==================== block 1
Block 1, metal 1:
Cells faint in the background.
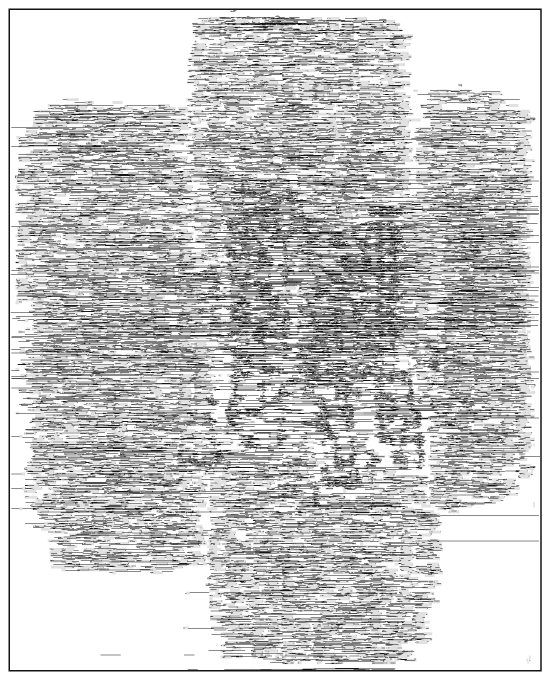

<file path="config.mk">
export PLATFORM = sky130hd
export DESIGN_NAME = mesh_xy_router
export DESIGN_NICKNAME = d
export VERILOG_FILES = /design/src/rtl/mesh_xy_router.sv
export SDC_FILE = /design/constraint.sdc
export NUM_CORES = 2
export LEC_CHECK = 0
export ABC_CLOCK_PERIOD_IN_PS = 15450
export CAP_MARGIN = 20
export CORE_ASPECT_RATIO = 1.25
export CORE_MARGIN = 5
export CORE_UTILIZATION = 40
export CTS_CLUSTER_SIZE = 24
export DETAILED_ROUTE_END_ITERATION = 12
export PLACE_DENSITY = 0.56
export REMOVE_ABC_BUFFERS = 1
export SLEW_MARGIN = 20
export SYNTH_ARGS = -nofsm -noshare
export SYNTH_HDL_FRONTEND = slang
export SYNTH_SLANG_ARGS = --single-unit
</file>
<file path="constraint.sdc">
create_clock -name clk -period 15.45 [get_ports clk]
set_input_delay 2.3175 -clock clk [delete_from_list [all_inputs] [get_ports clk]]
set_output_delay 2.3175 -clock clk [all_outputs]
set_load 0.02 [all_outputs]
</file>
<file path="src/rtl/mesh_xy_router.sv">
// mesh_xy_router: 5-port wormhole router for one node of a ROWS x COLS mesh.
//
// Each input port owns a FIFO. The flit at each FIFO front is routed
// dimension-ordered (X first, then Y). Each output has a round-robin arbiter
// that locks onto a packet from head to tail, followed by one idle cycle
// before re-arbitration. Heads whose destination lies outside the mesh are
// discarded together with the rest of their packet and counted in drop_count.
//
// Ports (port index: 0 = local, 1 = X+, 2 = X-, 3 = Y+, 4 = Y-):
//   clk, rst        clock, synchronous active-high reset
//   data_in_bus     5 input flits, slice i = port i
//   valid_in_bus    per-port input valid
//   ready_in_bus    per-port input ready (low while rst is high)
//   data_out_bus    5 output flits from the output registers
//   valid_out_bus   per-port output valid
//   ready_out_bus   per-port downstream ready
//   drop_count      saturating count of dropped packets
//
// Handshake: on every port a flit moves exactly on a rising edge where valid
// and ready are both high; a sender holds valid and data stable until then,
// and ready never depends on valid.
//
// Flit format: type = flit[DATA_WIDTH-1 -: TYPE_WIDTH]
// (0 single, 1 head, 2 body, 3 tail); destination = flit[DEST_WIDTH-1:0],
// encoded as dy*COLS + dx.
module mesh_xy_router #(
    parameter int ROWS       = 2,
    parameter int COLS       = 2,
    parameter int X          = 0,
    parameter int Y          = 0,
    parameter int DATA_WIDTH = 32,
    parameter int TYPE_WIDTH = 2,
    parameter int FIFO_DEPTH = 16,
    parameter int DEST_WIDTH = (ROWS * COLS > 1) ? $clog2(ROWS * COLS) : 1
) (
    input  logic                    clk,
    input  logic                    rst,
    input  logic [5*DATA_WIDTH-1:0] data_in_bus,
    input  logic [4:0]              valid_in_bus,
    output logic [4:0]              ready_in_bus,
    output logic [5*DATA_WIDTH-1:0] data_out_bus,
    output logic [4:0]              valid_out_bus,
    input  logic [4:0]              ready_out_bus,
    output logic [7:0]              drop_count
);
    localparam int NP    = 5;
    localparam int AW    = $clog2(FIFO_DEPTH);
    localparam int NODES = ROWS * COLS;

    localparam logic [TYPE_WIDTH-1:0] T_SINGLE = TYPE_WIDTH'(0);
    localparam logic [TYPE_WIDTH-1:0] T_HEAD   = TYPE_WIDTH'(1);
    localparam logic [TYPE_WIDTH-1:0] T_TAIL   = TYPE_WIDTH'(3);
    localparam logic [AW:0]           PTR_ONE  = (AW+1)'(1);
    localparam logic [AW:0]           DEPTH_V  = (AW+1)'(FIFO_DEPTH);

    // Input FIFOs; pointers carry one extra bit so full and empty differ.
    logic [DATA_WIDTH-1:0] mem [NP][FIFO_DEPTH];
    logic [AW:0]           wr_ptr [NP];
    logic [AW:0]           rd_ptr [NP];
    logic [AW:0]           count  [NP];
    logic [NP-1:0]         wr_en;

    // Front-of-FIFO decode
    logic [DATA_WIDTH-1:0] front [NP];
    logic [TYPE_WIDTH-1:0] ftype [NP];
    logic [2:0]            route [NP];
    logic [NP-1:0]         nonempty, is_head, route_ok;

    // Per-input state: discarding the remainder of an out-of-range packet
    logic [NP-1:0]         dropping;

    // Per-output state
    logic [NP-1:0]         locked;
    logic [NP-1:0]         hold;      // idle cycle after a locked packet's tail
    logic [2:0]            owner  [NP];
    logic [2:0]            rr_ptr [NP];
    logic [DATA_WIDTH-1:0] out_data [NP];
    logic [NP-1:0]         out_valid;

    // Arbitration results
    logic [NP-1:0]         can_accept, gnt_valid, owner_any;
    logic [2:0]            gnt_idx [NP];
    logic [NP-1:0]         out_pop, discard, drop_head, pop;
    logic [3:0]            drops_now;
    logic [8:0]            drop_sum;

    always_comb begin
        for (int i = 0; i < NP; i++) begin
            count[i]        = wr_ptr[i] - rd_ptr[i];
            ready_in_bus[i] = !rst && (count[i] < DEPTH_V);
            wr_en[i]        = valid_in_bus[i] && ready_in_bus[i];
        end
    end

    always_ff @(posedge clk) begin
        for (int i = 0; i < NP; i++) begin
            if (wr_en[i]) begin
                mem[i][wr_ptr[i][AW-1:0]] <= data_in_bus[i*DATA_WIDTH +: DATA_WIDTH];
            end
        end
    end

    // XY route computation on each FIFO front
    always_comb begin
        int dest, dx, dy;
        dest = 0;
        dx   = 0;
        dy   = 0;
        for (int i = 0; i < NP; i++) begin
            front[i]    = mem[i][rd_ptr[i][AW-1:0]];
            ftype[i]    = front[i][DATA_WIDTH-1 -: TYPE_WIDTH];
            nonempty[i] = (wr_ptr[i] != rd_ptr[i]);
            is_head[i]  = (ftype[i] == T_SINGLE) || (ftype[i] == T_HEAD);
            dest        = int'(front[i][DEST_WIDTH-1:0]);
            dx          = dest % COLS;
            dy          = dest / COLS;
            route_ok[i] = (dest < NODES);
            if (dx > X)      route[i] = 3'd1;
            else if (dx < X) route[i] = 3'd2;
            else if (dy > Y) route[i] = 3'd3;
            else if (dy < Y) route[i] = 3'd4;
            else             route[i] = 3'd0;
        end
    end

    // Output arbitration and pop generation
    always_comb begin
        int   idx;
        logic found;
        idx       = 0;
        found     = 1'b0;
        owner_any = '0;
        gnt_valid = '0;
        out_pop   = '0;
        for (int o = 0; o < NP; o++) begin
            gnt_idx[o]    = 3'd0;
            can_accept[o] = !out_valid[o] || ready_out_bus[o];
            if (locked[o]) owner_any[owner[o]] = 1'b1;
        end
        for (int o = 0; o < NP; o++) begin
            found = 1'b0;
            if (can_accept[o]) begin
                if (locked[o]) begin
                    if (nonempty[owner[o]]) begin
                        gnt_valid[o] = 1'b1;
                        gnt_idx[o]   = owner[o];
                    end
                end else if (!hold[o]) begin
                    for (int k = 0; k < NP; k++) begin
                        idx = (int'(rr_ptr[o]) + k) % NP;
                        if (!found && nonempty[idx] && !dropping[idx] && !owner_any[idx] &&
                            is_head[idx] && route_ok[idx] && (route[idx] == 3'(o))) begin
                            found        = 1'b1;
                            gnt_valid[o] = 1'b1;
                            gnt_idx[o]   = 3'(idx);
                        end
                    end
                end
            end
            if (gnt_valid[o]) out_pop[gnt_idx[o]] = 1'b1;
        end
        drops_now = '0;
        for (int i = 0; i < NP; i++) begin
            // An unowned input discards: the rest of a dropped packet,
            // stray body/tail flits, and heads that leave the mesh.
            discard[i]   = nonempty[i] && !owner_any[i] &&
                           (dropping[i] || !is_head[i] || !route_ok[i]);
            drop_head[i] = nonempty[i] && !owner_any[i] && !dropping[i] &&
                           is_head[i] && !route_ok[i];
            pop[i]       = out_pop[i] || discard[i];
            drops_now    = drops_now + 4'(drop_head[i]);
        end
        drop_sum = {1'b0, drop_count} + 9'(drops_now);
    end

    always_ff @(posedge clk) begin
        if (rst) begin
            for (int i = 0; i < NP; i++) begin
                wr_ptr[i]   <= '0;
                rd_ptr[i]   <= '0;
                owner[i]    <= '0;
                rr_ptr[i]   <= '0;
                out_data[i] <= '0;
            end
            dropping   <= '0;
            locked     <= '0;
            hold       <= '0;
            out_valid  <= '0;
            drop_count <= '0;
        end else begin
            for (int i = 0; i < NP; i++) begin
                if (wr_en[i]) wr_ptr[i] <= wr_ptr[i] + PTR_ONE;
                if (pop[i])   rd_ptr[i] <= rd_ptr[i] + PTR_ONE;
                if (drop_head[i] && (ftype[i] == T_HEAD)) begin
                    dropping[i] <= 1'b1;
                end else if (dropping[i] && pop[i] && (ftype[i] == T_TAIL)) begin
                    dropping[i] <= 1'b0;
                end
            end
            for (int o = 0; o < NP; o++) begin
                hold[o] <= 1'b0;
                if (gnt_valid[o]) begin
                    out_data[o]  <= front[gnt_idx[o]];
                    out_valid[o] <= 1'b1;
                    if (locked[o]) begin
                        if (ftype[gnt_idx[o]] == T_TAIL) begin
                            locked[o] <= 1'b0;
                            hold[o]   <= 1'b1;
                        end
                    end else begin
                        rr_ptr[o] <= (gnt_idx[o] == 3'd4) ? 3'd0 : gnt_idx[o] + 3'd1;
                        if (ftype[gnt_idx[o]] == T_HEAD) begin
                            locked[o] <= 1'b1;
                            owner[o]  <= gnt_idx[o];
                        end
                    end
                end else if (ready_out_bus[o]) begin
                    out_valid[o] <= 1'b0;
                end
            end
            drop_count <= drop_sum[8] ? 8'hFF : drop_sum[7:0];
        end
    end

    always_comb begin
        for (int o = 0; o < NP; o++) begin
            data_out_bus[o*DATA_WIDTH +: DATA_WIDTH] = out_data[o];
        end
    end
    assign valid_out_bus = out_valid;

endmodule

</file>
==================== block 2
--- config.mk ---
export PLATFORM = sky130hd
export DESIGN_NAME = serial_word_loader
export DESIGN_NICKNAME = d
export VERILOG_FILES = /design/src/rtl/serial_word_loader.sv
export SDC_FILE = /design/constraint.sdc
export NUM_CORES = 1
export LEC_CHECK = 0
export CORE_ASPECT_RATIO = 1.5
export CORE_MARGIN = 10
export CORE_UTILIZATION = 40
export DETAILED_ROUTE_END_ITERATION = 8
export PLACE_DENSITY = 0.66
export SYNTH_ARGS = -nofsm -noshare
export SYNTH_HDL_FRONTEND = slang
export SYNTH_SLANG_ARGS = --single-unit
--- constraint.sdc ---
create_clock -name clk -period 4 [get_ports clk]
set_input_delay 0.4 -clock clk [delete_from_list [all_inputs] [get_ports clk]]
set_output_delay 0.4 -clock clk [all_outputs]
set_load 0.005 [all_outputs]
--- src/rtl/serial_word_loader.sv ---
// serial_word_loader
//   Tick-paced serial-to-parallel receiver feeding the {d, en} inputs of an
//   enabled register. It assembles one framed word (start, DATA_W data bits
//   LSB first, optional parity, stop) and pulses load_en for one clk cycle with
//   the word on data. A low stop bit pulses frame_err and parks the FSM in
//   BREAK until the line returns high.
//
//   Optional feature macro: PARITY_CHK_EN adds an even-parity bit after the
//   data bits and the parity_err output.
//
// Ports
//   clk         in   system clock, rising edge
//   reset       in   asynchronous, active-high
//   tick        in   bit-rate strobe; rx is sampled only when tick=1
//   rx          in   serial line, idle high
//   data        out  last good word; changes only together with load_en
//   load_en     out  1-cycle pulse: data valid, load it
//   busy        out  1 whenever the receiver is not idle
//   frame_err   out  1-cycle pulse: stop bit sampled low
//   parity_err  out  (PARITY_CHK_EN only) pulses with load_en on odd parity
module serial_word_loader #(
   parameter int unsigned DATA_W = 7,
   parameter int unsigned CNT_W  = 3
) (
   input  logic              clk,
   input  logic              reset,
   input  logic              tick,
   input  logic              rx,
   output logic [DATA_W-1:0] data,
   output logic              load_en,
   output logic              busy,
`ifdef PARITY_CHK_EN
   output logic              parity_err,
`endif
   output logic              frame_err
);

   typedef enum logic [2:0] {
      S_IDLE,
      S_DATA,
`ifdef PARITY_CHK_EN
      S_PARITY,
`endif
      S_STOP,
      S_BREAK
   } state_t;

   localparam logic [CNT_W-1:0] LAST_BIT = CNT_W'(DATA_W - 1);

   state_t            state_q, state_d;
   logic [CNT_W-1:0]  cnt_q, cnt_d;
   logic [DATA_W-1:0] shift_q, shift_d;
   logic [DATA_W-1:0] data_q, data_d;
   logic              load_en_q, load_en_d;
   logic              frame_err_q, frame_err_d;
   logic              busy_q, busy_d;
`ifdef PARITY_CHK_EN
   logic              par_q, par_d;
   logic              perr_q, perr_d;
`endif

   // State and output registers
   always_ff @(posedge clk or posedge reset) begin
      if (reset) begin
         state_q     <= S_IDLE;
         cnt_q       <= '0;
         shift_q     <= '0;
         data_q      <= '0;
         load_en_q   <= 1'b0;
         frame_err_q <= 1'b0;
         busy_q      <= 1'b0;
`ifdef PARITY_CHK_EN
         par_q       <= 1'b0;
         perr_q      <= 1'b0;
`endif
      end else begin
         state_q     <= state_d;
         cnt_q       <= cnt_d;
         shift_q     <= shift_d;
         data_q      <= data_d;
         load_en_q   <= load_en_d;
         frame_err_q <= frame_err_d;
         busy_q      <= busy_d;
`ifdef PARITY_CHK_EN
         par_q       <= par_d;
         perr_q      <= perr_d;
`endif
      end
   end

   // Next-state and output logic; nothing moves without a tick
   always_comb begin
      state_d     = state_q;
      cnt_d       = cnt_q;
      shift_d     = shift_q;
      data_d      = data_q;
      load_en_d   = 1'b0;
      frame_err_d = 1'b0;
`ifdef PARITY_CHK_EN
      par_d       = par_q;
      perr_d      = 1'b0;
`endif
      if (tick) begin
         case (state_q)
            S_IDLE: begin
               if (!rx) begin
                  state_d = S_DATA;
                  cnt_d   = '0;
               end
            end
            S_DATA: begin
               // LSB arrives first, so shifting right leaves it at bit 0
               shift_d = {rx, shift_q[DATA_W-1:1]};
               cnt_d   = cnt_q + CNT_W'(1);
               if (cnt_q == LAST_BIT) begin
`ifdef PARITY_CHK_EN
                  state_d = S_PARITY;
`else
                  state_d = S_STOP;
`endif
               end
            end
`ifdef PARITY_CHK_EN
            S_PARITY: begin
               par_d   = rx;
               state_d = S_STOP;
            end
`endif
            S_STOP: begin
               if (rx) begin
                  data_d    = shift_q;
                  load_en_d = 1'b1;
`ifdef PARITY_CHK_EN
                  perr_d    = ^{shift_q, par_q};
`endif
                  state_d   = S_IDLE;
               end else begin
                  frame_err_d = 1'b1;
                  state_d     = S_BREAK;
               end
            end
            S_BREAK: begin
               if (rx) state_d = S_IDLE;
            end
            default: state_d = S_IDLE;
         endcase
      end
      busy_d = (state_d != S_IDLE);
   end

   assign data      = data_q;
   assign load_en   = load_en_q;
   assign frame_err = frame_err_q;
   assign busy      = busy_q;
`ifdef PARITY_CHK_EN
   assign parity_err = perr_q;
`endif

endmodule

==================== block 3
## src/rtl/sram_ctrl.sv

```systemverilog
// rtl/sram_ctrl.sv - single-beat request port to asynchronous 64K x 8 SRAM cycle engine
module sram_ctrl #(
  parameter int unsigned SETUP    = 1,
  parameter int unsigned WE_WIDTH = 2,
  parameter int unsigned RD_WAIT  = 2,
  parameter int unsigned HOLD     = 1
) (
  input  logic        clk,
  input  logic        rst_n,
  input  logic        req_valid,
  output logic        req_ready,
  input  logic        req_write,
  input  logic [15:0] req_addr,
  input  logic [7:0]  req_wdata,
  output logic        rsp_valid,
  output logic [7:0]  rsp_rdata,
  output logic [15:0] sram_a,
  output logic [7:0]  sram_d_out,
  output logic        sram_d_oe,
  input  logic [7:0]  sram_d_in,
  output logic        sram_cs_n,
  output logic        sram_we_n,
  output logic        sram_oe_n
);

  // Timing values are loaded minus one so the counter expires on its last cycle.
  if (SETUP < 1 || SETUP > 255 || WE_WIDTH < 1 || WE_WIDTH > 255 ||
      RD_WAIT < 1 || RD_WAIT > 255 || HOLD < 1 || HOLD > 255) begin : g_bad_timing
    $error("sram_ctrl: SETUP, WE_WIDTH, RD_WAIT and HOLD must each be in 1..255");
  end

  localparam logic [7:0] SETUP_M1 = 8'(SETUP - 1);
  localparam logic [7:0] WE_M1    = 8'(WE_WIDTH - 1);
  localparam logic [7:0] RD_M1    = 8'(RD_WAIT - 1);
  localparam logic [7:0] HOLD_M1  = 8'(HOLD - 1);

  typedef enum logic [2:0] {
    IDLE,
    WR_SETUP,
    WR_PULSE,
    WR_HOLD,
    RD_SETUP,
    RD_STROBE,
    RD_TURN
  } state_e;

  state_e      state_q, state_d;
  logic [7:0]  cnt_q, cnt_d;
  logic [15:0] sram_a_q, sram_a_d;
  logic [7:0]  sram_d_out_q, sram_d_out_d;
  logic        sram_d_oe_q, sram_d_oe_d;
  logic        sram_cs_n_q, sram_cs_n_d;
  logic        sram_we_n_q, sram_we_n_d;
  logic        sram_oe_n_q, sram_oe_n_d;
  logic        rsp_valid_q, rsp_valid_d;
  logic [7:0]  rsp_rdata_q, rsp_rdata_d;
  logic        cnt_done;

  assign cnt_done = (cnt_q == 8'd0);

  // Next state, counter reload on every state entry, and next values of all registered pins.
  always_comb begin
    state_d      = state_q;
    cnt_d        = cnt_done ? cnt_q : cnt_q - 8'd1;
    sram_a_d     = sram_a_q;
    sram_d_out_d = sram_d_out_q;
    rsp_valid_d  = 1'b0;
    rsp_rdata_d  = rsp_rdata_q;

    case (state_q)
      IDLE: begin
        if (req_valid) begin
          sram_a_d = req_addr;
          cnt_d    = SETUP_M1;
          if (req_write) begin
            state_d      = WR_SETUP;
            sram_d_out_d = req_wdata;
          end else begin
            state_d = RD_SETUP;
          end
        end
      end
      WR_SETUP: begin
        if (cnt_done) begin
          state_d = WR_PULSE;
          cnt_d   = WE_M1;
        end
      end
      WR_PULSE: begin
        if (cnt_done) begin
          state_d = WR_HOLD;
          cnt_d   = HOLD_M1;
        end
      end
      WR_HOLD: begin
        if (cnt_done) begin
          state_d = IDLE;
        end
      end
      RD_SETUP: begin
        if (cnt_done) begin
          state_d = RD_STROBE;
          cnt_d   = RD_M1;
        end
      end
      RD_STROBE: begin
        // Data is captured on the same edge that releases OE, while the SRAM still drives it.
        if (cnt_done) begin
          state_d     = RD_TURN;
          cnt_d       = HOLD_M1;
          rsp_valid_d = 1'b1;
          rsp_rdata_d = sram_d_in;
        end
      end
      RD_TURN: begin
        if (cnt_done) begin
          state_d = IDLE;
        end
      end
      default: begin
        state_d = IDLE;
        cnt_d   = 8'd0;
      end
    endcase

    // Strobes are decoded from the next state so they are registered and never overlap.
    sram_cs_n_d = (state_d == IDLE);
    sram_we_n_d = (state_d != WR_PULSE);
    sram_oe_n_d = (state_d != RD_STROBE);
    sram_d_oe_d = (state_d == WR_SETUP) || (state_d == WR_PULSE) || (state_d == WR_HOLD);
  end

  // State, counter and output registers; reset parks every pin inactive.
  always_ff @(posedge clk or negedge rst_n) begin
    if (!rst_n) begin
      state_q      <= IDLE;
      cnt_q        <= 8'd0;
      sram_a_q     <= 16'd0;
      sram_d_out_q <= 8'd0;
      sram_d_oe_q  <= 1'b0;
      sram_cs_n_q  <= 1'b1;
      sram_we_n_q  <= 1'b1;
      sram_oe_n_q  <= 1'b1;
      rsp_valid_q  <= 1'b0;
      rsp_rdata_q  <= 8'd0;
    end else begin
      state_q      <= state_d;
      cnt_q        <= cnt_d;
      sram_a_q     <= sram_a_d;
      sram_d_out_q <= sram_d_out_d;
      sram_d_oe_q  <= sram_d_oe_d;
      sram_cs_n_q  <= sram_cs_n_d;
      sram_we_n_q  <= sram_we_n_d;
      sram_oe_n_q  <= sram_oe_n_d;
      rsp_valid_q  <= rsp_valid_d;
      rsp_rdata_q  <= rsp_rdata_d;
    end
  end

  assign req_ready  = (state_q == IDLE);
  assign rsp_valid  = rsp_valid_q;
  assign rsp_rdata  = rsp_rdata_q;
  assign sram_a     = sram_a_q;
  assign sram_d_out = sram_d_out_q;
  assign sram_d_oe  = sram_d_oe_q;
  assign sram_cs_n  = sram_cs_n_q;
  assign sram_we_n  = sram_we_n_q;
  assign sram_oe_n  = sram_oe_n_q;

endmodule

```

## config.mk

```make
export PLATFORM = sky130hd
export DESIGN_NAME = sram_ctrl
export DESIGN_NICKNAME = d
export VERILOG_FILES = /design/src/rtl/sram_ctrl.sv
export SDC_FILE = /design/constraint.sdc
export NUM_CORES = 1
export LEC_CHECK = 0
export CAP_MARGIN = 10
export CORE_MARGIN = 2
export CORE_UTILIZATION = 49
export DETAILED_ROUTE_END_ITERATION = 7
export MAX_ROUTING_LAYER = met4
export PLACE_DENSITY_LB_ADDON = 0.25
export SLEW_MARGIN = 10
export SYNTH_ARGS = -nofsm -noshare
export SYNTH_HDL_FRONTEND = slang
export SYNTH_SLANG_ARGS = --single-unit
```

## constraint.sdc

```tcl
create_clock -name clk -period 4.65 [get_ports clk]
set_input_delay 0.93 -clock clk [delete_from_list [all_inputs] [get_ports clk]]
set_output_delay 0.93 -clock clk [all_outputs]
set_load 0.005 [all_outputs]
```

==================== block 4
`src/rtl/cbfp_pkg.sv`:
```
// ---------------------------------------------------------------------------
// cbfp_pkg
// Shared constants for the CBFP normalizer and de-normalizer (cbfp_rescale),
// plus the per-lane restore shifter used by the de-normalizer.
//   DIN_WIDTH       normalized mantissa width
//   DOUT_WIDTH      restored sample width
//   SHIFT_WIDTH     scaling-factor width
//   SHIFT_TARGET    scaling factor that means unity gain
//   NUM_LANES       samples per beat (per I and Q)
//   BEATS_PER_BLOCK beats sharing one scaling factor
// ---------------------------------------------------------------------------
package cbfp_pkg;

  localparam int DIN_WIDTH       = 11;
  localparam int DOUT_WIDTH      = 23;
  localparam int SHIFT_WIDTH     = 5;
  localparam int SHIFT_TARGET    = 12;
  localparam int NUM_LANES       = 16;
  localparam int BEATS_PER_BLOCK = 4;

  // Sign-extend a mantissa to the output width, then shift it left (undo a
  // normalization gain) or arithmetic-right (floor toward -inf).
  function automatic logic signed [DOUT_WIDTH-1:0] shift_lane(
    input logic signed [DIN_WIDTH-1:0]  din,
    input logic        [SHIFT_WIDTH-1:0] amt,
    input logic                          left
  );
    logic signed [DOUT_WIDTH-1:0] ext;
    ext = DOUT_WIDTH'(din);
    if (left) begin
      return ext <<< amt;
    end
    return ext >>> amt;
  endfunction

endpackage

```
`src/rtl/scale_fifo.sv`:
```
// ---------------------------------------------------------------------------
// scale_fifo
// Synchronous FIFO holding per-block scaling factors.
//   clk, rstn   clock, asynchronous active-low reset
//   clr         synchronous clear (empties the queue, wins over push/pop)
//   push, din   write request and data; accepted when not full, or when full
//               and a pop happens in the same cycle
//   pop         read request; advances the head when not empty
//   dout        current head entry
//   full, empty occupancy flags
// ---------------------------------------------------------------------------
module scale_fifo #(
  parameter int WIDTH = 5,
  parameter int DEPTH = 8
) (
  input  logic             clk,
  input  logic             rstn,
  input  logic             clr,
  input  logic             push,
  input  logic [WIDTH-1:0] din,
  input  logic             pop,
  output logic [WIDTH-1:0] dout,
  output logic             full,
  output logic             empty
);

  localparam int PTR_W = (DEPTH > 1) ? $clog2(DEPTH) : 1;
  localparam int CNT_W = $clog2(DEPTH + 1);

  logic [WIDTH-1:0] mem [DEPTH];
  logic [PTR_W-1:0] wr_ptr;
  logic [PTR_W-1:0] rd_ptr;
  logic [CNT_W-1:0] count;
  logic             do_push;
  logic             do_pop;

  assign full    = (count == CNT_W'(DEPTH));
  assign empty   = (count == '0);
  assign do_pop  = pop && !empty && !clr;
  // A full queue still takes a write when the head leaves in the same cycle.
  assign do_push = push && (!full || do_pop) && !clr;
  assign dout    = mem[rd_ptr];

  always_ff @(posedge clk or negedge rstn) begin
    if (!rstn) begin
      wr_ptr <= '0;
      rd_ptr <= '0;
      count  <= '0;
    end else if (clr) begin
      wr_ptr <= '0;
      rd_ptr <= '0;
      count  <= '0;
    end else begin
      if (do_push) wr_ptr <= wr_ptr + 1'b1;
      if (do_pop)  rd_ptr <= rd_ptr + 1'b1;
      unique case ({do_push, do_pop})
        2'b10:   count <= count + 1'b1;
        2'b01:   count <= count - 1'b1;
        default: count <= count;
      endcase
    end
  end

  always_ff @(posedge clk) begin
    if (do_push) mem[wr_ptr] <= din;
  end

endmodule

```
`src/rtl/cbfp_rescale.sv`:
```
// ---------------------------------------------------------------------------
// cbfp_rescale
// Block-floating-point de-normalizer. Restores each block of normalized
// mantissas to a common fixed-point scale using the block's scaling factor.
//   clk, rstn            clock, asynchronous active-low reset
//   clr                  synchronous clear of FIFO, beat counter, error flags
//   scale_valid/scale_in scaling factor push for an upcoming block
//   scale_ready          scaling-factor queue not full
//   valid_in, din_R/Q    normalized beat (NUM_LANES lanes of I and Q)
//   valid_out, dout_R/Q  restored beat, two cycles after valid_in
//   err_underflow        sticky: a block started with no scale queued
//   err_overflow         sticky: a scale push was dropped while full
// ---------------------------------------------------------------------------
module cbfp_rescale #(
  parameter int DIN_WIDTH       = cbfp_pkg::DIN_WIDTH,
  parameter int DOUT_WIDTH      = cbfp_pkg::DOUT_WIDTH,
  parameter int NUM_LANES       = cbfp_pkg::NUM_LANES,
  parameter int SHIFT_WIDTH     = cbfp_pkg::SHIFT_WIDTH,
  parameter int SHIFT_TARGET    = cbfp_pkg::SHIFT_TARGET,
  parameter int BEATS_PER_BLOCK = cbfp_pkg::BEATS_PER_BLOCK,
  parameter int FIFO_DEPTH      = 8
) (
  input  logic                         clk,
  input  logic                         rstn,
  input  logic                         clr,
  input  logic                         scale_valid,
  input  logic [SHIFT_WIDTH-1:0]       scale_in,
  output logic                         scale_ready,
  input  logic                         valid_in,
  input  logic signed [DIN_WIDTH-1:0]  din_R  [0:NUM_LANES-1],
  input  logic signed [DIN_WIDTH-1:0]  din_Q  [0:NUM_LANES-1],
  output logic                         valid_out,
  output logic signed [DOUT_WIDTH-1:0] dout_R [0:NUM_LANES-1],
  output logic signed [DOUT_WIDTH-1:0] dout_Q [0:NUM_LANES-1],
  output logic                         err_underflow,
  output logic                         err_overflow
);

  import cbfp_pkg::*;

  localparam int BEAT_W = (BEATS_PER_BLOCK > 1) ? $clog2(BEATS_PER_BLOCK) : 1;
  localparam logic [BEAT_W-1:0]      LAST_BEAT = BEAT_W'(BEATS_PER_BLOCK - 1);
  localparam logic [SHIFT_WIDTH-1:0] TARGET_S  = SHIFT_WIDTH'(SHIFT_TARGET);
  localparam logic [SHIFT_WIDTH-1:0] MAX_S     = SHIFT_WIDTH'(DOUT_WIDTH - 1);

  logic [BEAT_W-1:0]      beat_cnt;
  logic [SHIFT_WIDTH-1:0] blk_scale_q;
  logic                   blk_has_q;

  logic [SHIFT_WIDTH-1:0] fifo_head;
  logic                   fifo_full;
  logic                   fifo_empty;

  logic                   first_beat;
  logic                   last_beat;
  logic                   beat_go;
  logic                   push;
  logic                   pop;
  logic                   cur_has;
  logic [SHIFT_WIDTH-1:0] cur_scale;
  logic [SHIFT_WIDTH-1:0] scale_clamped;
  logic                   shift_left;
  logic [SHIFT_WIDTH-1:0] shift_amt;
  logic                   underflow_evt;
  logic                   overflow_evt;

  logic                         s1_valid;
  logic                         s1_left;
  logic [SHIFT_WIDTH-1:0]       s1_amt;
  logic signed [DIN_WIDTH-1:0]  s1_din_R [NUM_LANES];
  logic signed [DIN_WIDTH-1:0]  s1_din_Q [NUM_LANES];
  logic signed [DOUT_WIDTH-1:0] sh_R     [NUM_LANES];
  logic signed [DOUT_WIDTH-1:0] sh_Q     [NUM_LANES];

  scale_fifo #(
    .WIDTH (SHIFT_WIDTH),
    .DEPTH (FIFO_DEPTH)
  ) u_scale_fifo (
    .clk   (clk),
    .rstn  (rstn),
    .clr   (clr),
    .push  (push),
    .din   (scale_in),
    .pop   (pop),
    .dout  (fifo_head),
    .full  (fifo_full),
    .empty (fifo_empty)
  );

  assign scale_ready = !fifo_full;

  always_comb begin
    first_beat    = (beat_cnt == '0);
    last_beat     = (beat_cnt == LAST_BEAT);
    beat_go       = valid_in && !clr;
    push          = scale_valid && !clr;
    cur_has       = blk_has_q;
    cur_scale     = blk_scale_q;
    // The first beat takes its scale straight from the queue head; later
    // beats reuse the latched copy.
    if (first_beat) begin
      cur_has   = !fifo_empty;
      cur_scale = fifo_empty ? TARGET_S : fifo_head;
    end
    // Only a block that actually took a scale gives it back at block end;
    // a scale pushed during an underflowed block belongs to the next one.
    pop           = beat_go && last_beat && cur_has;
    underflow_evt = beat_go && first_beat && fifo_empty;
    overflow_evt  = push && fifo_full && !pop;
    scale_clamped = (cur_scale > MAX_S) ? MAX_S : cur_scale;
    shift_left    = (scale_clamped <= TARGET_S);
    shift_amt     = shift_left ? (TARGET_S - scale_clamped)
                               : (scale_clamped - TARGET_S);
  end

  always_ff @(posedge clk or negedge rstn) begin
    if (!rstn) begin
      beat_cnt      <= '0;
      blk_scale_q   <= TARGET_S;
      blk_has_q     <= 1'b0;
      err_underflow <= 1'b0;
      err_overflow  <= 1'b0;
    end else if (clr) begin
      beat_cnt      <= '0;
      blk_scale_q   <= TARGET_S;
      blk_has_q     <= 1'b0;
      err_underflow <= 1'b0;
      err_overflow  <= 1'b0;
    end else begin
      if (beat_go) begin
        beat_cnt <= last_beat ? '0 : beat_cnt + 1'b1;
        if (first_beat) begin
          blk_scale_q <= cur_scale;
          blk_has_q   <= cur_has;
        end
      end
      if (underflow_evt) err_underflow <= 1'b1;
      if (overflow_evt)  err_overflow  <= 1'b1;
    end
  end

  // Stage 1: capture mantissas and the resolved shift for this beat.
  always_ff @(posedge clk or negedge rstn) begin
    if (!rstn) begin
      s1_valid <= 1'b0;
      s1_left  <= 1'b1;
      s1_amt   <= '0;
      for (int i = 0; i < NUM_LANES; i++) begin
        s1_din_R[i] <= '0;
        s1_din_Q[i] <= '0;
      end
    end else begin
      s1_valid <= beat_go;
      if (beat_go) begin
        s1_left <= shift_left;
        s1_amt  <= shift_amt;
        for (int i = 0; i < NUM_LANES; i++) begin
          s1_din_R[i] <= din_R[i];
          s1_din_Q[i] <= din_Q[i];
        end
      end
    end
  end

  for (genvar g = 0; g < NUM_LANES; g++) begin : g_lane
    assign sh_R[g] = shift_lane(s1_din_R[g], s1_amt, s1_left);
    assign sh_Q[g] = shift_lane(s1_din_Q[g], s1_amt, s1_left);
  end

  // Stage 2: register the restored samples.
  always_ff @(posedge clk or negedge rstn) begin
    if (!rstn) begin
      valid_out <= 1'b0;
      for (int i = 0; i < NUM_LANES; i++) begin
        dout_R[i] <= '0;
        dout_Q[i] <= '0;
      end
    end else begin
      valid_out <= s1_valid;
      if (s1_valid) begin
        for (int i = 0; i < NUM_LANES; i++) begin
          dout_R[i] <= sh_R[i];
          dout_Q[i] <= sh_Q[i];
        end
      end
    end
  end

endmodule

```
`config.mk`:
```
export PLATFORM = sky130hd
export DESIGN_NAME = cbfp_rescale
export DESIGN_NICKNAME = d
export VERILOG_FILES = /design/src/rtl/cbfp_pkg.sv /design/src/rtl/scale_fifo.sv /design/src/rtl/cbfp_rescale.sv
export SDC_FILE = /design/constraint.sdc
export NUM_CORES = 2
export LEC_CHECK = 0
export ABC_AREA = 0
export CAP_MARGIN = 20
export CORE_AREA = 2 2 433 435
export DETAILED_ROUTE_END_ITERATION = 8
export DIE_AREA = 0 0 435 437
export DONT_BUFFER_PORTS = 1
export HOLD_SLACK_MARGIN = 0.05
export PLACE_DENSITY_LB_ADDON = 0.2
export SLEW_MARGIN = 25
export SYNTH_ARGS = -nofsm -noshare
export SYNTH_HDL_FRONTEND = slang
export SYNTH_SLANG_ARGS = --single-unit
export TNS_END_PERCENT = 20
```
`constraint.sdc`:
```
create_clock -name clk -period 3 [get_ports clk]
set_input_delay 0.45 -clock clk [delete_from_list [all_inputs] [get_ports clk]]
set_output_delay 0.45 -clock clk [all_outputs]
set_load 0.05 [all_outputs]
```

==> gallery <==
Track usage over the die.
panel A
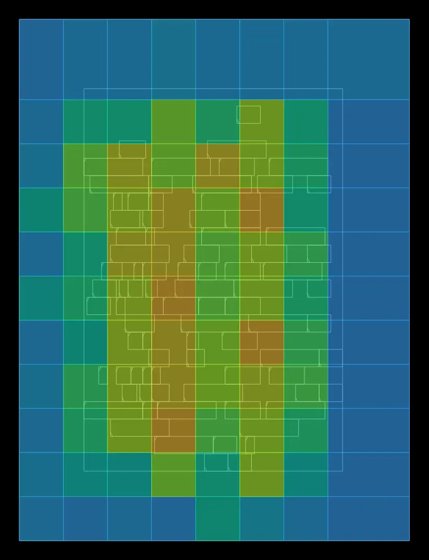
panel B
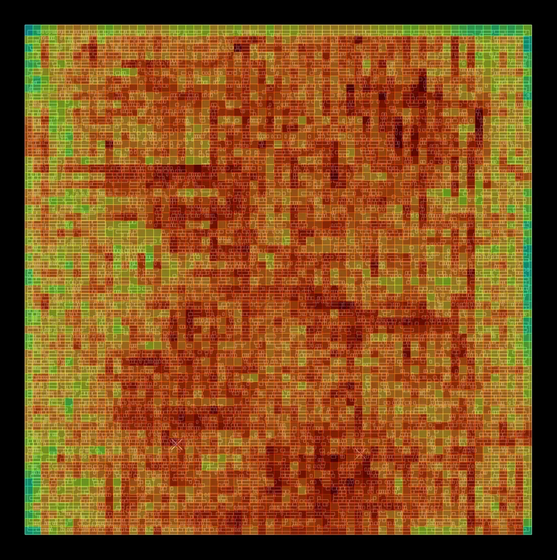
panel C
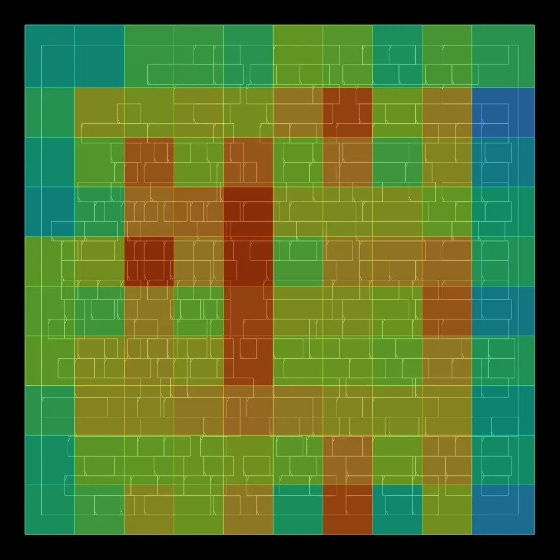
panel D
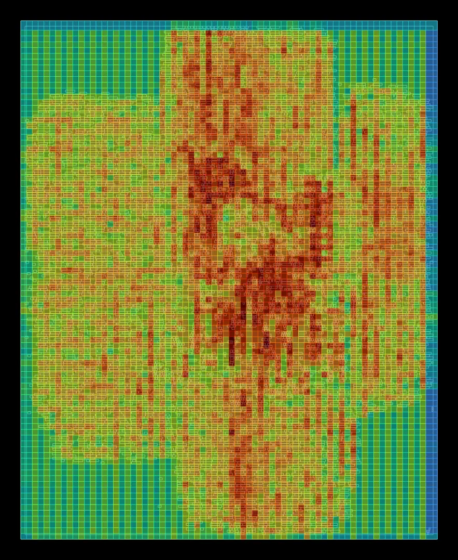
panel A -> block 2
panel D -> block 1
panel C -> block 3
panel B -> block 4
Of these, least wire per cell: panel A

Block 3, local utilization:
Scale bar: 20 um. 7 x 7 tiles, from dark blue (low) to red (high), 0 to 100% covered.
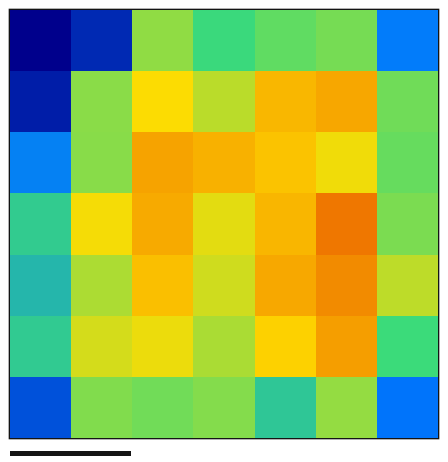
2.0% of the tiles are nearly empty. The fullest tile reaches 87%. The mean over all tiles is 59%.

==> results.sh, block 3 <==
# yosys + openroad results
export IMPL_std_cell_rows=24
export IMPL_dieWidth_um=70.81
export IMPL_xor_area_frac=0.008009
export IMPL_top_area_cell="dfrtp_1"
export IMPL_final_cell_mix="clkdlybuf4s50_1, dfrtp_1, mux2_2"
export IMPL_status="finished, final reports clean"
export IMPL_yosysUniqueCellTypes=46
export IMPL_grt_ovfl_total=0
export IMPL_largest_reg_flops=16
export IMPL_grt_use_met3=0.04986
export IMPL_startpoint="state_q[0]$_DFF_PN0_"
export IMPL_avgSynthCellArea_sq_um=13.10
export IMPL_rsz0062_at_grt="no"
export IMPL_grt_use_met1=0.3025
export IMPL_fin_worst_skew_ns=0.003525
export IMPL_relSlewSlack=0.2450
export IMPL_viasPerCell=5.362
export IMPL_worstSetupStartpointType="flop"
## block 3: worst max path at each step
stage / end / slack (ns) / cells past startpoint
2_1_floorplan: cnt_q[0]$_DFF_PN0_ / 2.57 / 9
3_3_place_gp: cnt_q[1]$_DFF_PN0_ / 1.73 / 4
6_report: req_ready / 1.95 / 2
5_1_grt: req_ready / 1.81 / 2
3_5_place_dp: cnt_q[1]$_DFF_PN0_ / 1.65 / 4
4_1_cts: req_ready / 1.93 / 2
## block 3: synthesized netlist by cell type (all sizes together)
cell and number:
dfrtp 45, mux2 32, clkbuf 7, a21oi 5, inv 5, nor3 5, o31ai 5, buf 4
ha 4, or4 4, dfstp 3, nand2b 3, nor2 3, nor3b 3, nor4b 3, o21ai 3
a211oi 2, a21boi 2, and3 2, and3b 2, nand2 2, nand3 2, nor2b 2, nor4 2
or3 2, xnor2 2, a2111o 1, a2111oi 1, a21o 1, a221o 1, a311oi 1, a31oi 1
and4 1, nand3b 1, o211ai 1, o21bai 1, o41ai 1, or2 1, or3b 1
## block 3: cell type report
cell class	count	area, sq um
clock buffer	6	82.58
multi-input combinational	103	908.4
timing repair buffer	74	733.2
fill	340	1296
inverter	5	18.77
tap	52	65.06
clock inverter	2	15.01
sequential	48	1205
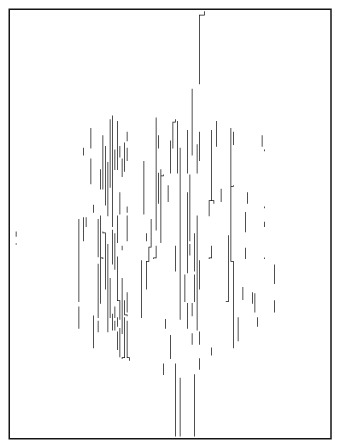
Block 2: signal wires on met2
The layer carries 749 um of wire. The longest straight run is 32.6 um.

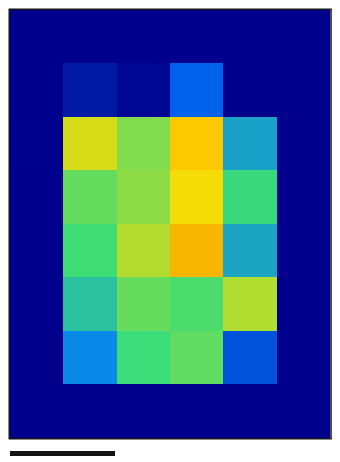
Block 2: local utilization
Scale bar: 20 um. 6 x 8 tiles, from dark blue (low) to red (high), 0 to 100% covered.
The fullest tile reaches 79%. 54% of the tiles are nearly empty. 4.2% of the tiles are over 75% full. The densest ninth of the die: centre. The mean over all tiles is 23%. The emptiest ninth of the die: upper right.

==> results.sh, block 2 <==
# yosys + openroad results
export IMPL_status="finished, final reports clean"
export IMPL_yosys_top_cells_area="dfrtp_1, mux2_4, ha_1, nor2b_1, buf_6"
export IMPL_cp_endpoint="shift_q[5]$_DFFE_PP0P_"
export IMPL_worst_slew_pin_slew_ns=0.8250
export IMPL_critical_path_class="primary input to flop"
export IMPL_end_kind="flop"
export IMPL_logic_area_sq_um=394.1
export IMPL_finalWeightedCongestion=0.7102
export IMPL_core_area_sq_um=2422
export IMPL_rsz0062_at_grt="no"
export IMPL_max_clock_freq_mhz=558.3
export IMPL_wire_per_inst_um=13.87
export IMPL_layout_drive_gt1_share=0.2235
export IMPL_ys_ff=23
export IMPL_setup_tns_ns=0
export IMPL_flop_cell="dfrtp_1"
[block 2: critical path, delay by kind of cell]
kind	cells	cell delay (ns)
muxes	1	0.37
buffers and inverters	1	0.60
and+or+nand+nor	1	0.61
[block 2: flip-flops by register name, indices dropped and copies added, names as in the netlist]
name,count
data,7
shift_q,7
cnt_q,3
state_q,3
busy,1
frame_err,1
load_en,1
[block 2: per-layer routing]
metal | vias to the layer above | part of all wire | GRT usage
met5 | - | 0 | 0
met4 | 0 | 0 | 0.01982
met3 | 0 | 0.074 | 0.02006
met2 | 12 | 0.50 | 0.1134
met1 | 273 | 0.43 | 0.08464
li1 | 275 | - | -
[block 2: cells in the mapped netlist, drive strengths merged (2+ instances only)]
cell,instances
ha,2
nor2,2
nand2,3
nor2b,4
mux2,15
a21oi,2
inv,5
buf,2
dfrtp,23
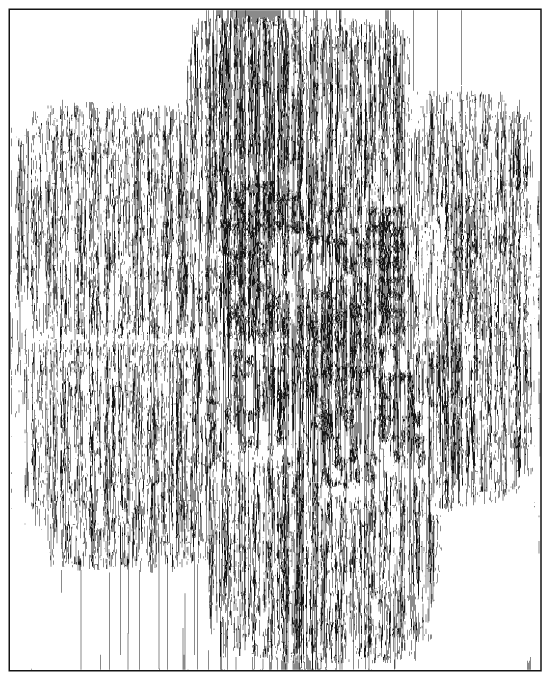
Block 1: signal wires on met2
The longest straight run is 216 um. The layer holds 46% of the routed length. The layer carries 170 mm of wire.
Vias: 64701
Routed Wire Length: 364700 um

## Picture notes: 'metal 1' of block 1
The layer carries 142 mm of wire. The longest straight run is 167 um. The wires run mostly horizontal.
met1 Use GR: 0.3079

==> results.sh, block 1 <==
# yosys + openroad results
export IMPL_fin_ws_ns=6.780
export IMPL_worst_slew_pin_slew_ns=1.255
export IMPL_n_fill_cell=25021
export IMPL_synthTopCellsByCount="edfxtp_1, mux4_2, nor2_1, nand2_1, clkbuf_1"
export IMPL_status="finished, final reports clean"
export IMPL_place_ws_ns=6.878
export IMPL_ys_seq_frac=0.7104
export IMPL_adder_share=0.01248
export IMPL_chip_area_sq_um=307200
export IMPL_core_area_sq_um=295200
export IMPL_initial_core_util=0.4013
export IMPL_cts_post_setup_buffers_inserted=0
export IMPL_viasPerCell=5.989
export IMPL_synth_cells=6189
block 1: sequential cells by signal, indices dropped and copies added, names as in the netlist, named ones only:
| register | flops |
|---|---|
| hold | 3 |
| mem | 2560 |
| out_data | 160 |
| owner | 15 |
| rd_ptr | 25 |
| rr_ptr | 9 |
| valid_out_bus | 5 |
| wr_ptr | 25 |
block 1: final cells by class:
type | instances | area (sq um) | share of cell area
Clock inverter | 173 | 1841 | 0.01348
Timing Repair Buffer | 499 | 4672 | 0.03422
Clock buffer | 350 | 7695 | 0.05637
Multi-Input combinational cell | 2923 | 32810 | 0.2403
Tap cell | 3937 | 4926 | 0.03608
Inverter | 101 | 380.4 | 0.002786
Antenna cell | 14 | 35.03 | 0.0002566
Sequential cell | 2807 | 84160 | 0.6165
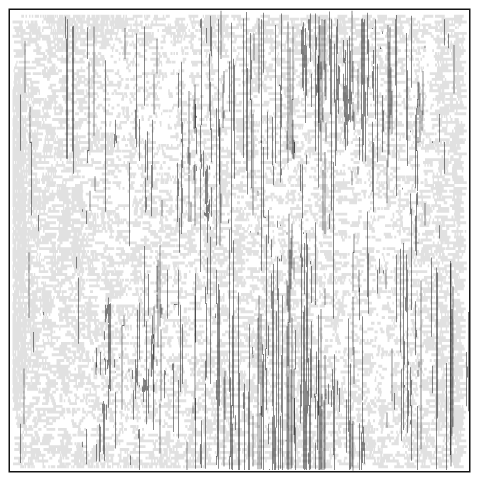
Block 4: the metal 4 layer
Cells faint in the background.
The longest straight run is 238 um. The layer holds 5.2% of the routed length. 357 nets have wire on it. The wires run mostly vertical.

==> results.sh, block 4 <==
# yosys + openroad results
export IMPL_startpoint="s1_amt[0]$_DFFE_PN0N_"
export IMPL_postSynth_asyncResetShare=0.9654
export IMPL_drc_errors=8
export IMPL_setup_tns_ns=0
export IMPL_synth_chip_area_sq_um=78350
export IMPL_logic_area_sq_um=45130
export IMPL_drt_total_wl_um=501700
export IMPL_dp_cells=11199
export IMPL_port_buffers=0
export IMPL_utilization=0.5071
export IMPL_clk_share=0.05075
export IMPL_yosysUniqueCellTypes=88
export IMPL_bufAreaShareNonClock=0.1221
export IMPL_adder_share=0.001437
export IMPL_cts_sinks=1156
export IMPL_worstSetupStartpointType="flop"
export IMPL_cp_endpoint="dout_R[151]$_DFFE_PN0P_"
export IMPL_logic_family="multiplexers"
export IMPL_violations="DRC"
export IMPL_die_y_um=437
export IMPL_drt_iter0_drc=15655
export IMPL_ys_ff=1156
export IMPL_htree_levels=4
export IMPL_setup_viol=0
export IMPL_rsz0062_at_grt="yes"
export IMPL_cp_data_required_time_ns=3.73
export IMPL_viasPerCell=6.997
export IMPL_fin_worst_skew_ns=0.06225
export IMPL_cp_slowest_cell="a2111oi_1"
export IMPL_fin_ws_ns=0.01320
export IMPL_cts_buffer_depth=3
export IMPL_nNonClkBuffers=1157
export IMPL_flop_cell="dfrtp_1"
export IMPL_lay_top_count="nand2_1"
export IMPL_worstReg2RegStart="s1_amt[0]$_DFFE_PN0N_"
export IMPL_pin_count=1102
export IMPL_synth_stat_cells=8837
export IMPL_min_period_ns=2.987
export IMPL_status="finished with violations"
export IMPL_dieWidth_um=435
export IMPL_antenna_found_initial=64
export IMPL_hold_path_startpoint="valid_in"
block 4: critical path: cells and delay by family (launching register included):
kind | cells | cell delay, ns
AOI/OAI and AO/OA | 2 | 0.82
buffers and inverters | 4 | 0.80
DFF | 1 | 0.47
muxes | 1 | 0.58
and+or+nand+nor | 2 | 0.14
block 4: per-layer routing:
layer / vias up / share of wire / global-route usage / wire, um
met5: - / 0.00092 / 0.008065 / 462
met4: 40 / 0.052 / 0.2239 / 26280
met3: 1112 / 0.20 / 0.3360 / 98770
met2: 7310 / 0.35 / 0.5988 / 176600
met1: 41547 / 0.40 / 0.7023 / 199500
li1: 32806 / - / - / -
block 4: sequential cells by signal, summed over array words and instances (netlist names):
| register | flops |
|---|---|
| dout_Q | 368 |
| dout_R | 368 |
| s1_din_Q | 176 |
| s1_din_R | 176 |
| u_scale_fifo.mem | 40 |
| blk_scale_q | 5 |
| s1_amt | 5 |
| u_scale_fifo.count | 4 |
| u_scale_fifo.rd_ptr | 3 |
| u_scale_fifo.wr_ptr | 3 |
| beat_cnt | 2 |
| blk_has_q | 1 |
| err_overflow | 1 |
| err_underflow | 1 |
| s1_left | 1 |
| s1_valid | 1 |
| valid_out | 1 |


==> notes/layouts.md <==
Pictures saved along the way, in no particular order.

Metal 1.
Cells faint in the background.
(a)
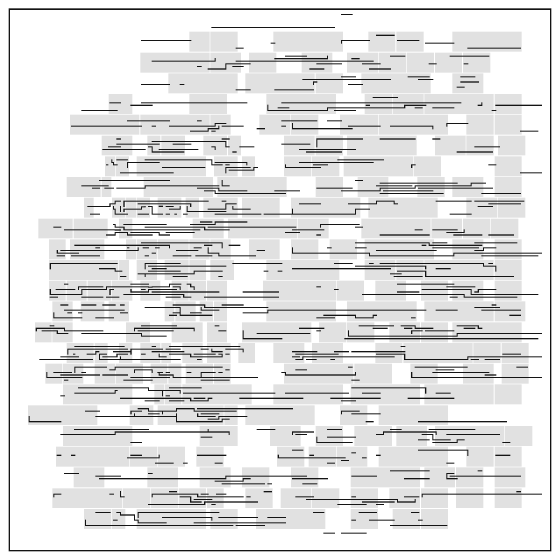
(b)
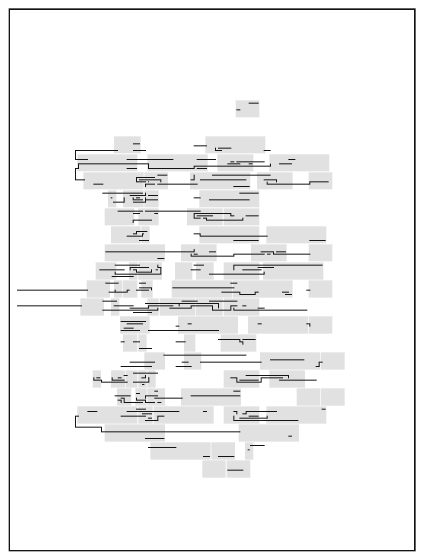
(c)
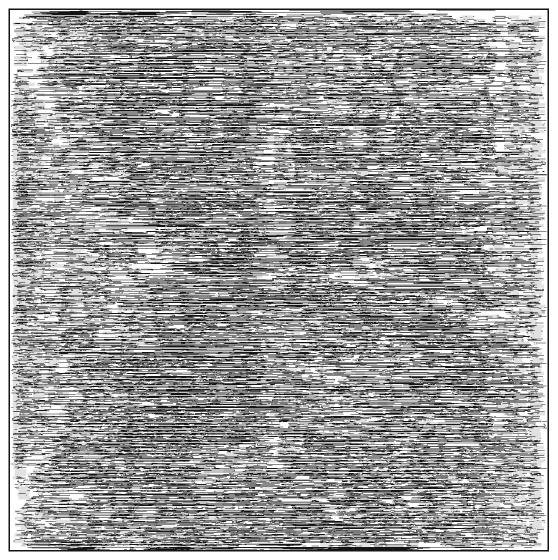
For block 3, see (a).
For block 4, see (c).
For block 2, see (b).

Key to (c):
9013 nets have wire on it. The layer carries 200 mm of wire. The layer holds 40% of the routed length. The longest straight run is 127 um.

